=== regfile_dump_reader ===
regfile_dump_reader, track usage over the die:
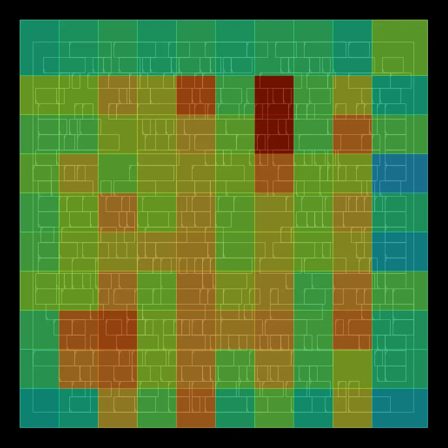
regfile_dump_reader, met1 routing:
Drawn at 8 px/um. Supply wires on this layer in grey.
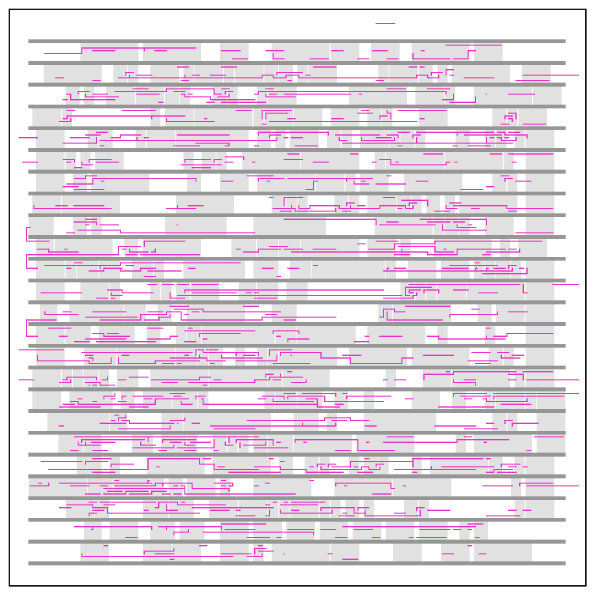
regfile_dump_reader, sequential cells coloured by netlist name:
Drawn at 6 px/um. Other sequential cells in the stronger grey, the rest of the logic in the fainter grey.
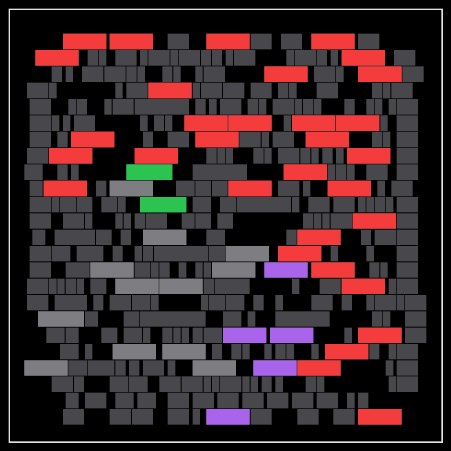
--- config.mk ---
export PLATFORM = sky130hd
export DESIGN_NAME = regfile_dump_reader
export DESIGN_NICKNAME = d
export VERILOG_FILES = /design/src/rtl/regfile_dump_reader.sv
export SDC_FILE = /design/constraint.sdc
export NUM_CORES = 1
export LEC_CHECK = 0
export CAP_MARGIN = 10
export CORE_MARGIN = 2
export CORE_UTILIZATION = 44
export CTS_BUF_LIST = sky130_fd_sc_hd__clkbuf_16
export DETAILED_ROUTE_END_ITERATION = 8
export PLACE_DENSITY = 0.88
export SETUP_SLACK_MARGIN = 0.2
export SLEW_MARGIN = 15
export SYNTH_ARGS = -nofsm -noshare
export SYNTH_HDL_FRONTEND = slang
export SYNTH_SLANG_ARGS = --single-unit
--- constraint.sdc ---
create_clock -name clk -period 1.85 [get_ports clk]
set_input_delay 0.2775 -clock clk [delete_from_list [all_inputs] [get_ports clk]]
set_output_delay 0.2775 -clock clk [all_outputs]
set_load 0.005 [all_outputs]
--- src/rtl/regfile_dump_reader.sv ---
// regfile_dump_reader: walks a wrapping range of register-file indices and streams each value over valid/ready
module regfile_dump_reader #(
  parameter int NUM_REGS = 32,
  parameter int ADDR_W   = 5,
  parameter int DATA_W   = 32
) (
  input  logic              clk,
  input  logic              reset,
  input  logic              start,
  input  logic [ADDR_W-1:0] first_reg,
  input  logic [ADDR_W-1:0] last_reg,
  output logic [ADDR_W-1:0] rd_num,
  input  logic [DATA_W-1:0] rd_data,
  output logic              out_valid,
  input  logic              out_ready,
  output logic [DATA_W-1:0] out_data,
  output logic [ADDR_W-1:0] out_index,
  output logic              out_last,
  output logic              busy,
  output logic              done
);
  typedef enum logic [1:0] {IDLE, READ, HOLD, DONE} state_t;
  state_t            state_q, state_d;
  logic [ADDR_W-1:0] rd_num_q, rd_num_d, end_q, end_d, out_index_q, out_index_d;
  logic [DATA_W-1:0] out_data_q, out_data_d;
  logic              out_valid_q, out_valid_d, out_last_q, out_last_d;
  // rd_num_q doubles as the current index: it only moves when the next READ is about to use it
  always_comb begin
    state_d     = state_q;
    rd_num_d    = rd_num_q;
    end_d       = end_q;
    out_data_d  = out_data_q;
    out_index_d = out_index_q;
    out_last_d  = out_last_q;
    out_valid_d = out_valid_q;
    case (state_q)
      IDLE: if (start) begin
        state_d  = READ;
        rd_num_d = first_reg;
        end_d    = last_reg;
      end
      READ: begin
        state_d     = HOLD;
        out_data_d  = rd_data;
        out_index_d = rd_num_q;
        out_last_d  = rd_num_q == end_q;
        out_valid_d = 1'b1;
      end
      HOLD: if (out_ready) begin
        out_valid_d = 1'b0;
        state_d     = out_last_q ? DONE : READ;
        rd_num_d    = out_last_q ? rd_num_q : ADDR_W'((int'(rd_num_q) + 1) % NUM_REGS);
      end
      default: state_d = IDLE;
    endcase
  end
  always_ff @(posedge clk) begin
    if (reset) begin
      state_q     <= IDLE;
      rd_num_q    <= '0;
      end_q       <= '0;
      out_data_q  <= '0;
      out_index_q <= '0;
      out_last_q  <= 1'b0;
      out_valid_q <= 1'b0;
    end else begin
      state_q     <= state_d;
      rd_num_q    <= rd_num_d;
      end_q       <= end_d;
      out_data_q  <= out_data_d;
      out_index_q <= out_index_d;
      out_last_q  <= out_last_d;
      out_valid_q <= out_valid_d;
    end
  end
  assign rd_num    = rd_num_q;
  assign out_valid = out_valid_q;
  assign out_data  = out_data_q;
  assign out_index = out_index_q;
  assign out_last  = out_last_q;
  assign busy      = state_q != IDLE;
  assign done      = state_q == DONE;
endmodule

==> impl_metrics.ini <==
; yosys + openroad results
[run_status]
status = finished clean

[worst_setup_path]
crit_chain = clkdlybuf4s50_1
timing.rr.end = rd_num[2]
rr_worst_depth = 4
cpPeakStageDelay_ns = 0.57
crit_slowest_cell = clkdlybuf4s50_1

[clock_tree]
tritoncts = built

[route]
num_vias = 1964
drtIter0Drc = 70

[finish]
lay_top_cells = clkdlybuf4s50_1, nand2_1, dfxtp_1
nets = 385
seq-cell-share = 0.325
comb_area_sq_um = 920

[min_path]
holdPathStages = 3
hold_start = reset

[floorplan]
ioPinCount = 92
taps = 52

[global_route]
grt_pass1_vias = 1920

[logic_synthesis]
ys_sh_mux = 0
ys_seq_frac = 0.503
yosys.area_share.aoi = 0.182

[timing]
finalSetupTns_ns = 0

[run]
maxCapViolations = 0

[placement]
io_buffers = 91
Notes on 'track usage over the die' of regfile_dump_reader above:
Global Route Usage Sum: 0.212
GR peak layer: met2
M3 GR Usage: 0.0444
wire per inst: 13.6 um

Notes on 'met1 routing' of regfile_dump_reader above:
334 nets have wire on it. The longest straight run is 28.1 um. The layer carries 2,300 um of wire. The wires run mostly horizontal.
GR Util met1: 0.262
final WL: 5300 um

Notes on 'sequential cells coloured by netlist name' of regfile_dump_reader above:
Green is `state_q`, placed flops 2. Purple is `out_index`, placed flops 5, where south. Red is `out_data`, placed flops 32, where spread over the die.
Another 12 sequential cells are not coloured.

## kinds of logic after synthesis
logic type | count (synthesis)
xor gates and xnor gates | 5
buffers and inverters | 21
adders and majority gates | 1
AOI/OAI and AO/OA | 62
and+or+nand+nor | 109
DFF | 51
## through the flow
stage	power, W	std cells	hold WS [ns]
final	0.00270	391	0.318
after global routing	0.00281	391	0.343
after CTS	0.00272	391	0.318
after detailed placement	0.00171	383	0.447
after global placement	0.00170	383	0.441
after floorplan	0.00144	249	0.413
## power groups by stage
stage | clock network, W | logic (W) | registers [W]
2_1_floorplan | 0 | 0.000199 | 0.00124
3_3_place_gp | 0 | 0.000452 | 0.00124
3_5_place_dp | 0 | 0.000463 | 0.00124
4_1_cts | 0.00104 | 0.000464 | 0.00122
5_1_grt | 0.00108 | 0.000506 | 0.00123
6_report | 0.00102 | 0.000458 | 0.00122
## metal layers
metal  wire [um]  vias to the layer above  global-route usage
li1            -                     1008                   -
met1        2300                      894               0.262
met2        2650                       54               0.370
met3         291                        8              0.0444
met4          59                        0              0.0650
met5           0                        -                   0
## registers in the layout, summed over array words and instances, names as in the netlist
signal / count
end_q: 5
out_index: 5
out_last: 1
state_q: 2
rd_num: 5
out_data: 32
out_valid: 1

=== id_ex_stage ===
### src/rtl/id_ex_stage.sv
// id_ex_stage: ID->EX pipeline register with ALU-control decode.
// Captures the ALU operands, the 4-bit ALU control and the destination
// register with a valid/ready handshake on both sides.
// Optional build macro ID_EX_SKID_EN adds a skid register so that in_ready
// depends only on registered state. Without it, a single output register is
// used and in_ready looks through to out_ready.
module id_ex_stage (
  input  logic        clk,
  input  logic        rst,
  input  logic        in_valid,
  output logic        in_ready,
  input  logic [10:0] in_opcode,
  input  logic [1:0]  in_alu_op,
  input  logic [63:0] in_rs1_data,
  input  logic [63:0] in_rs2_data,
  input  logic [63:0] in_imm,
  input  logic        in_alu_src,
  input  logic [4:0]  in_rd,
  input  logic        flush,
  input  logic        out_ready,
  output logic        out_valid,
  output logic [63:0] out_input_1,
  output logic [63:0] out_input_2,
  output logic [3:0]  out_alu_ctrl,
  output logic [4:0]  out_rd,
  output logic        out_illegal
);

  typedef struct packed {
    logic [63:0] op1;
    logic [63:0] op2;
    logic [3:0]  ctrl;
    logic [4:0]  rd;
    logic        illegal;
  } entry_t;

  entry_t in_entry;
  entry_t out_q;
  logic   out_vld;
  logic   in_fire;

  // Decode ALUOp/opcode into the ALU control code; anything unknown is 1111.
  always_comb begin
    in_entry.op1     = in_rs1_data;
    in_entry.op2     = in_alu_src ? in_imm : in_rs2_data;
    in_entry.rd      = in_rd;
    in_entry.ctrl    = 4'b1111;
    in_entry.illegal = 1'b1;
    case (in_alu_op)
      2'b00: begin in_entry.ctrl = 4'b0010; in_entry.illegal = 1'b0; end
      2'b01: begin in_entry.ctrl = 4'b0110; in_entry.illegal = 1'b0; end
      2'b10: begin
        in_entry.illegal = 1'b0;
        case (in_opcode)
          11'b10001011000: in_entry.ctrl = 4'b0010; // ADD
          11'b11001011000: in_entry.ctrl = 4'b0110; // SUB
          11'b10001010000: in_entry.ctrl = 4'b0000; // AND
          11'b10101010000: in_entry.ctrl = 4'b0001; // ORR
          11'b10011011000: in_entry.ctrl = 4'b0111; // MUL
          11'b10011010110: in_entry.ctrl = 4'b0011; // SDIV
          default: begin
            in_entry.ctrl    = 4'b1111;
            in_entry.illegal = 1'b1;
          end
        endcase
      end
      default: begin
        in_entry.ctrl    = 4'b1111;
        in_entry.illegal = 1'b1;
      end
    endcase
  end

  assign in_fire      = in_valid & in_ready;
  assign out_valid    = out_vld;
  assign out_input_1  = out_q.op1;
  assign out_input_2  = out_q.op2;
  assign out_alu_ctrl = out_q.ctrl;
  assign out_rd       = out_q.rd;
  assign out_illegal  = out_q.illegal;

`ifdef ID_EX_SKID_EN
  entry_t skid_q;
  logic   skid_vld;

  // Registered ready: only a full skid register back-pressures upstream.
  assign in_ready = ~skid_vld;

  // EMPTY/ONE/FULL tracked by (out_vld, skid_vld); skid drains into output.
  always_ff @(posedge clk) begin
    if (rst) begin
      out_vld  <= 1'b0;
      skid_vld <= 1'b0;
      out_q    <= '0;
      skid_q   <= '0;
    end else if (flush) begin
      out_vld  <= 1'b0;
      skid_vld <= 1'b0;
    end else if (skid_vld) begin
      // FULL: upstream is blocked, promote skid once output drains
      if (out_ready) begin
        out_q    <= skid_q;
        skid_vld <= 1'b0;
      end
    end else if (out_vld && !out_ready) begin
      // ONE and stalled: a new entry parks in the skid register
      if (in_fire) begin
        skid_q   <= in_entry;
        skid_vld <= 1'b1;
      end
    end else begin
      // EMPTY or draining: new entry goes straight to the output
      if (in_fire) begin
        out_q   <= in_entry;
        out_vld <= 1'b1;
      end else begin
        out_vld <= 1'b0;
      end
    end
  end
`else
  // Single register: accept when empty or when the held entry leaves now.
  assign in_ready = ~out_vld | out_ready;

  // Load on input transfer, clear valid when the held entry drains.
  always_ff @(posedge clk) begin
    if (rst) begin
      out_vld <= 1'b0;
      out_q   <= '0;
    end else if (flush) begin
      out_vld <= 1'b0;
    end else if (in_fire) begin
      out_q   <= in_entry;
      out_vld <= 1'b1;
    end else if (out_ready) begin
      out_vld <= 1'b0;
    end
  end
`endif

endmodule

### config.mk
export PLATFORM = sky130hd
export DESIGN_NAME = id_ex_stage
export DESIGN_NICKNAME = d
export VERILOG_FILES = /design/src/rtl/id_ex_stage.sv
export SDC_FILE = /design/constraint.sdc
export NUM_CORES = 1
export LEC_CHECK = 0
export ABC_AREA = 1
export CORE_AREA = 3 3 139 141
export CTS_BUF_LIST = sky130_fd_sc_hd__clkbuf_4 sky130_fd_sc_hd__clkbuf_8
export DETAILED_ROUTE_END_ITERATION = 6
export DIE_AREA = 0 0 142 144
export GPL_ROUTABILITY_DRIVEN = 0
export HOLD_SLACK_MARGIN = 0.02
export PLACE_DENSITY = 0.66
export RECOVER_POWER = 100
export SLEW_MARGIN = 20
export SYNTH_ARGS = -nofsm -noshare
export SYNTH_HDL_FRONTEND = slang
export SYNTH_SLANG_ARGS = --single-unit
### constraint.sdc
create_clock -name clk -period 2.8 [get_ports clk]
set_input_delay 0.42 -clock clk [delete_from_list [all_inputs] [get_ports clk]]
set_output_delay 0.42 -clock clk [all_outputs]
set_load 0.01 [all_outputs]
id_ex_stage, met1 routing:
Drawn at 4 px/um. Supply wires on this layer in grey.
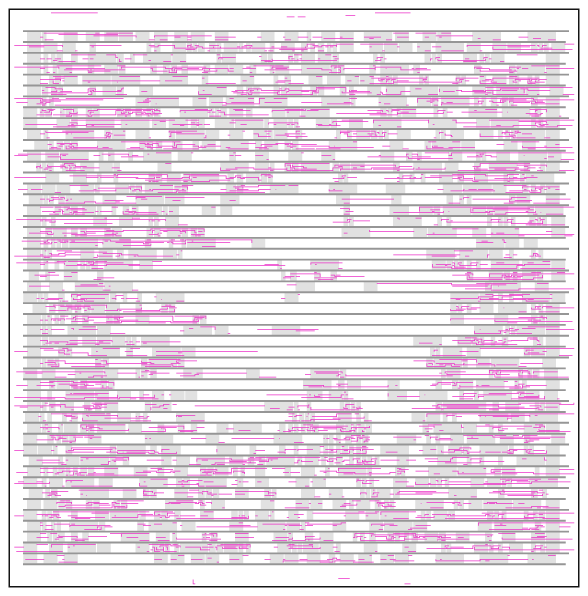
The wires run mostly horizontal. 1,202 nets have wire on it. The layer carries 8,030 um of wire. The longest straight run is 39.1 um.

id_ex_stage, M4 wires:
Drawn at 3 px/um. Supply wires on this layer in grey.
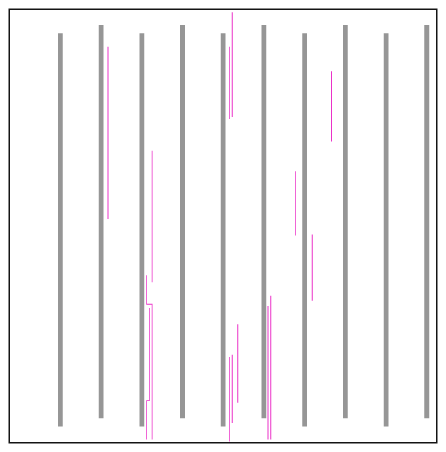
The layer carries 494 um of wire. The longest straight run is 57.1 um. The wires run mostly vertical.
final WL: 20,200 um
Via Count: 6,191

id_ex_stage, track usage over the die:
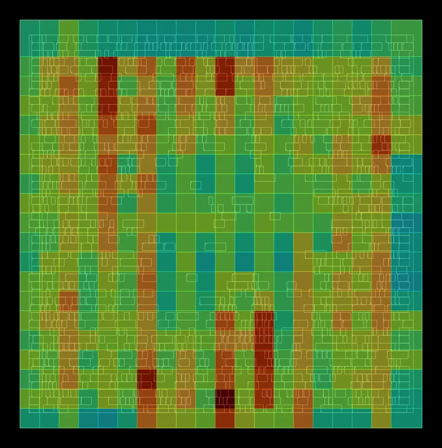
Global Route Usage Sum: 0.188
GR peak layer: met2

==> cells by family (layout without fill, tap and decap cells) <==
family,Yosys count,count (layout),share of synthesized area
and+or+nand+nor,248,248,0.168
buffers and inverters,139,476,0.109
AOI/OAI and AO/OA,269,269,0.237
DFF,139,139,0.486
==> where the power goes <==
| group | total (W) | internal, W | switching [W] |
|---|---|---|---|
| clock network | 0.00157 | 0.000754 | 0.000816 |
| registers | 0.00217 | 0.00211 | 0.0000585 |
| logic | 0.000992 | 0.000560 | 0.000432 |
==> stage by stage <==
stage,utilization,setup slack [ns],std cells
final,0.537,0.642,1361
after global routing,0.537,0.420,1361
after CTS,0.538,0.805,1361
after detailed placement,0.517,0.662,1329
after global placement,0.517,0.679,1329
after floorplan,-,1.59,795
==> registers in the layout, indices dropped and copies added (netlist names) <==
signal	count
out_input_1	64
out_valid	1
out_alu_ctrl	4
out_illegal	1
out_rd	5
out_input_2	64
==> layer usage <==
metal / vias to the layer above / part of all wire / global-route usage
met5: - / 0.00064 / 0
met1: 2684 / 0.40 / 0.212
met4: 2 / 0.024 / 0.0758
met2: 257 / 0.49 / 0.321
met3: 33 / 0.091 / 0.0718
li1: 3215 / - / -
==> impl_metrics.ini <==
; yosys + openroad results
[min_path]
holdPathStages = 3

[placement]
hpwl_um = 15000
io_buffers = 355

[finish]
largest_class = non-clock buffers
comb_area_sq_mm = 0.00231

[clock_tree]
cts_resized = 0
cts_buffer_depth = 2

[worst_setup_path]
worstSetupEndpointType = register
cp.arrival_ns = 2.52

[route]
ant_nets = 0

[run_status]
status = finished clean

[floorplan]
core_util_floorplan = 0.317

[timing]
worst_pin_slew_ns = 1.29

[logic_synthesis]
yosys_most_used_dff = dfxtp_1
syn-num-nets = 1011

=== bcd_countdown_timer ===
bcd_countdown_timer, sequential cells coloured by netlist name:
Drawn at 4 px/um. Other sequential cells in the stronger grey, the rest of the logic in the fainter grey.
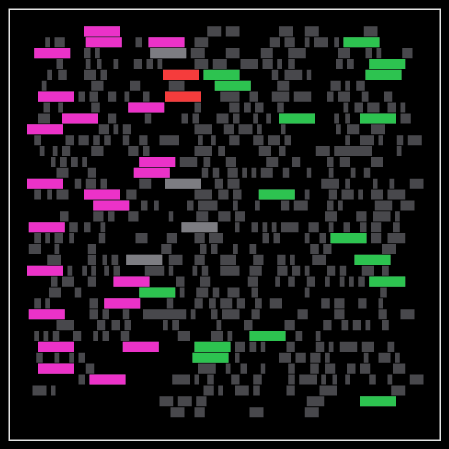
bcd_countdown_timer, track usage over the die:
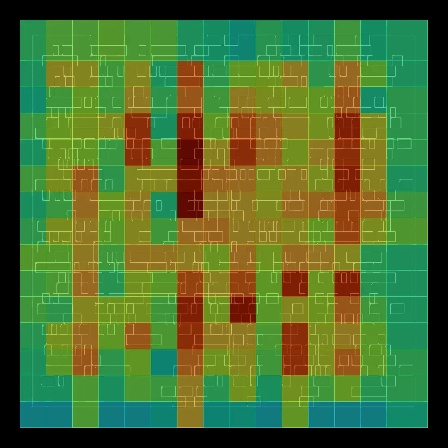
## config.mk

```make
export PLATFORM = sky130hd
export DESIGN_NAME = bcd_countdown_timer
export DESIGN_NICKNAME = d
export VERILOG_FILES = /design/src/rtl/timer_pkg.sv /design/src/rtl/tick_gen.sv /design/src/rtl/bcd_countdown_timer.sv
export SDC_FILE = /design/constraint.sdc
export NUM_CORES = 1
export LEC_CHECK = 0
export ABC_CLOCK_PERIOD_IN_PS = 4700
export CELL_PAD_IN_SITES_DETAIL_PLACEMENT = 1
export CELL_PAD_IN_SITES_GLOBAL_PLACEMENT = 2
export CORE_MARGIN = 3
export CORE_UTILIZATION = 35
export CTS_CLUSTER_DIAMETER = 200
export DETAILED_ROUTE_END_ITERATION = 8
export PLACE_DENSITY_LB_ADDON = 0.12
export SYNTH_ARGS = -nofsm -noshare
export SYNTH_HDL_FRONTEND = slang
export SYNTH_SLANG_ARGS = --single-unit
```

## constraint.sdc

```tcl
create_clock -name clk -period 4.7 [get_ports clk]
set_input_delay 1.175 -clock clk [delete_from_list [all_inputs] [get_ports clk]]
set_output_delay 1.175 -clock clk [all_outputs]
set_load 0.005 [all_outputs]
```

## src/rtl/timer_pkg.sv

```systemverilog
// rtl/timer_pkg.sv - shared state encoding and BCD digit helpers for the countdown timer
package timer_pkg;

    localparam int BCD_W = 4;

    localparam logic [1:0] ST_SET   = 2'd0;
    localparam logic [1:0] ST_RUN   = 2'd1;
    localparam logic [1:0] ST_PAUSE = 2'd2;
    localparam logic [1:0] ST_DONE  = 2'd3;

    function automatic logic [BCD_W-1:0] bcd_up(input logic [BCD_W-1:0] d);
        return (d >= 4'd9) ? 4'd0 : d + 4'd1;
    endfunction

    function automatic logic [BCD_W-1:0] bcd_down(input logic [BCD_W-1:0] d);
        return (d == 4'd0 || d > 4'd9) ? 4'd9 : d - 4'd1;
    endfunction

endpackage

```

## src/rtl/tick_gen.sv

```systemverilog
// rtl/tick_gen.sv - prescaler producing one tick every TICK_DIV enabled clk cycles
module tick_gen #(
    parameter int TICK_DIV = 2500000
) (
    input  logic clk,
    input  logic nRst,
    input  logic en,
    input  logic clr,
    output logic tick
);

    localparam int CNT_W = $clog2(TICK_DIV);
    localparam logic [CNT_W-1:0] CNT_LAST = CNT_W'(TICK_DIV - 1);

    logic [CNT_W-1:0] cnt;

    // Holds its count while disabled so a paused countdown resumes mid-period.
    always_ff @(posedge clk or posedge nRst) begin
        if (nRst) begin
            cnt <= '0;
        end else if (clr) begin
            cnt <= '0;
        end else if (en) begin
            cnt <= (cnt == CNT_LAST) ? '0 : cnt + 1'b1;
        end
    end

    assign tick = en && (cnt == CNT_LAST);

endmodule

```

## src/rtl/bcd_countdown_timer.sv

```systemverilog
// rtl/bcd_countdown_timer.sv - editable multi-digit BCD countdown timer with run/pause/done FSM
module bcd_countdown_timer
    import timer_pkg::*;
#(
    parameter int DIGITS   = 4,
    parameter int TICK_DIV = 2500000,
    localparam int CUR_W   = (DIGITS > 1) ? $clog2(DIGITS) : 1
) (
    input  logic                      clk,
    input  logic                      nRst,
    input  logic                      inc,
    input  logic                      dec,
    input  logic                      nxt,
    input  logic                      run,
    output logic [BCD_W*DIGITS-1:0]   value,
    output logic [CUR_W-1:0]          cursor,
    output logic [1:0]                state,
    output logic                      running,
    output logic                      done
);

    localparam logic [CUR_W-1:0] CUR_LAST = CUR_W'(DIGITS - 1);

    logic [BCD_W*DIGITS-1:0] value_dec;
    logic [BCD_W*DIGITS-1:0] value_nxt;
    logic [CUR_W-1:0]        cursor_nxt;
    logic [1:0]              state_nxt;
    logic                    done_nxt;
    logic                    tick;
    logic                    presc_en;
    logic                    presc_clr;
    logic                    hits_zero;

    assign presc_en  = (state == ST_RUN);
    assign presc_clr = (state == ST_SET) && run && (value != '0);

    tick_gen #(
        .TICK_DIV (TICK_DIV)
    ) u_tick_gen (
        .clk  (clk),
        .nRst (nRst),
        .en   (presc_en),
        .clr  (presc_clr),
        .tick (tick)
    );

    // A digit borrows exactly when every lower digit is zero, so no ripple chain is needed.
    for (genvar g = 0; g < DIGITS; g++) begin : g_dec
        logic             borrow_in;
        logic [BCD_W-1:0] digit;

        assign digit = value[g*BCD_W +: BCD_W];

        if (g == 0) begin : g_lsd
            assign borrow_in = 1'b1;
        end else begin : g_upper
            assign borrow_in = (value[g*BCD_W-1:0] == '0);
        end

        assign value_dec[g*BCD_W +: BCD_W] = borrow_in ? bcd_down(digit) : digit;
    end

    assign hits_zero = tick && (value_dec == '0);

    always_comb begin
        state_nxt  = state;
        value_nxt  = value;
        cursor_nxt = cursor;
        done_nxt   = 1'b0;
        case (state)
            ST_SET: begin
                if (run) begin
                    if (value != '0) begin
                        state_nxt = ST_RUN;
                    end
                end else if (nxt) begin
                    cursor_nxt = (cursor == CUR_LAST) ? '0 : cursor + 1'b1;
                end else if (inc || dec) begin
                    for (int i = 0; i < DIGITS; i++) begin
                        if (CUR_W'(i) == cursor) begin
                            value_nxt[i*BCD_W +: BCD_W] = inc ? bcd_up(value[i*BCD_W +: BCD_W])
                                                              : bcd_down(value[i*BCD_W +: BCD_W]);
                        end
                    end
                end
            end
            ST_RUN: begin
                // A pause that lands on a tick still takes the decrement; reaching zero wins over pause.
                if (hits_zero) begin
                    state_nxt = ST_DONE;
                    value_nxt = '0;
                    done_nxt  = 1'b1;
                end else begin
                    if (tick) begin
                        value_nxt = value_dec;
                    end
                    if (run) begin
                        state_nxt = ST_PAUSE;
                    end
                end
            end
            ST_PAUSE: begin
                if (run) begin
                    state_nxt = ST_RUN;
                end else if (nxt) begin
                    state_nxt  = ST_SET;
                    cursor_nxt = '0;
                end
            end
            default: begin
                value_nxt = '0;
                if (run || nxt || inc || dec) begin
                    state_nxt  = ST_SET;
                    cursor_nxt = '0;
                end
            end
        endcase
    end

    always_ff @(posedge clk or posedge nRst) begin
        if (nRst) begin
            state   <= ST_SET;
            value   <= '0;
            cursor  <= '0;
            running <= 1'b0;
            done    <= 1'b0;
        end else begin
            state   <= state_nxt;
            value   <= value_nxt;
            cursor  <= cursor_nxt;
            running <= (state_nxt == ST_RUN);
            done    <= done_nxt;
        end
    end

endmodule

```

==> impl_metrics.ini <==
; yosys + openroad results
[pwr]
p_seq_w = 0.000671
switching_power_w = 0.00113
internal_power_w = 0.00117

[logic_synthesis]
ys_warn_count = 0
syn-num-nets = 471

[route]
wl_um = 11300

[placement]
io_buffers = 27
hpwl_um = 8060

[floorplan]
die_h_um = 107
chip_area_sq_mm = 0.0115

[timing]
max_freq_mhz = 294
period_needed_ns = 3.40

[worst_setup_path]
r2r_start = state[1]
rr_worst_depth = 5
path_max_fanout = 13
path_depth = 6
timing.rr.end = value[1]
worstSetupEndpointType = register

[clock_tree]
htreeDepth = 2
clk_latency_ns = 0.31

[min_path]
holdPathStages = 1

[run_status]
status = finished clean

[finish]
antenna_cells = 0
sh_comb_area = 0.559
largest_register_ffs = 22
nNonClkBuffers = 29

[global_route]
antenna_found_initial = 0

[run]
warnings = 40
## Picture notes: 'sequential cells coloured by netlist name' of bcd_countdown_timer
Green is `value`, placed flops 16. Red is `cursor`, placed flops 2. Magenta is `u_tick_gen.cnt`, placed flops 22.
FF+latch area: 0.00110 sq mm
Seq/total area: 0.275
post-layout util: 0.406

## Picture notes: 'track usage over the die' of bcd_countdown_timer
GR peak layer: met2
Global Route Usage Sum: 0.207
GR Util met2: 0.370
M3 GR Usage: 0.0234
wire per inst: 19.1 um

[Yosys cell counts, drive strengths merged, types with 2 or more instances]
cell type,number,area [sq um]
a2111oi,2,17.5
a211oi,5,37.5
a21o,5,38.8
a21oi,27,135
a221oi,3,26.3
a22o,2,18.8
a22oi,2,15.0
a311oi,2,17.5
a31oi,9,56.3
a32oi,3,26.3
a41oi,2,17.5
and2,6,37.5
and3,10,65.1
buf,6,60.1
clkbuf,17,95.1
dfrtp,44,1100
ha,20,250
inv,24,90.1
nand2,41,154
nand2b,7,43.8
nand3,12,60.1
nand4,10,62.6
nor2,39,146
nor2b,2,12.5
nor3,6,30.0
nor3b,6,55.1
nor4,4,31.3
o211ai,5,37.5
o21a,5,37.5
o21ai,51,255
o21bai,4,30.0
o221ai,2,17.5
o22ai,9,56.3
o311ai,2,17.5
o31ai,14,105
o32a,2,20.0
o41ai,4,35.0
or2,3,18.8
or3b,2,17.5
or4b,2,20.0
xnor2,2,17.5
xor2,7,61.3
[how the worst max path moves through the flow]
stage	startpoint	to
after global placement	inc	value[1]
after detailed placement	inc	value[1]
after CTS	inc	value[1]
after global routing	state[1]	value[1]
final	inc	value[1]
after floorplan	run	value[1]


==> screenshots <==
Metal layers overlaid.
shot_01.png
Drawn at 6 px/um. Only two layers are drawn.
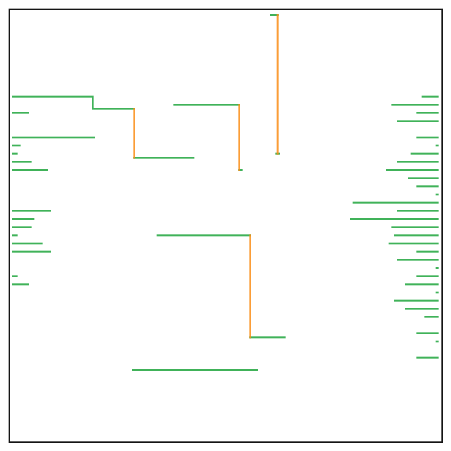
shot_02.png
Drawn at 3 px/um. Only two layers are drawn.
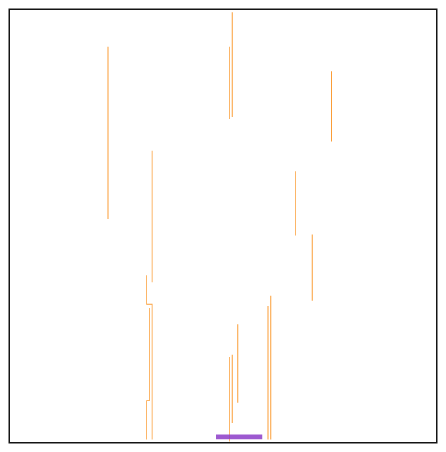
shot_03.png
Drawn at 4 px/um. Only two layers are drawn.
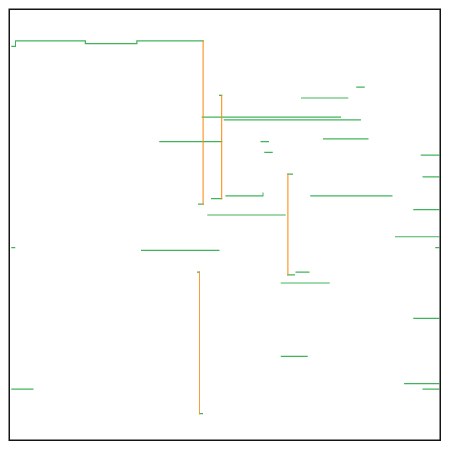
shot_03.png comes from bcd_countdown_timer.
shot_01.png comes from regfile_dump_reader.
shot_02.png comes from id_ex_stage.

Key to shot_02.png:
Purple is M5, wire length 13.8 um. Orange is M4, wire length 494 um.

Power is estimated from default activity; no workload was simulated.
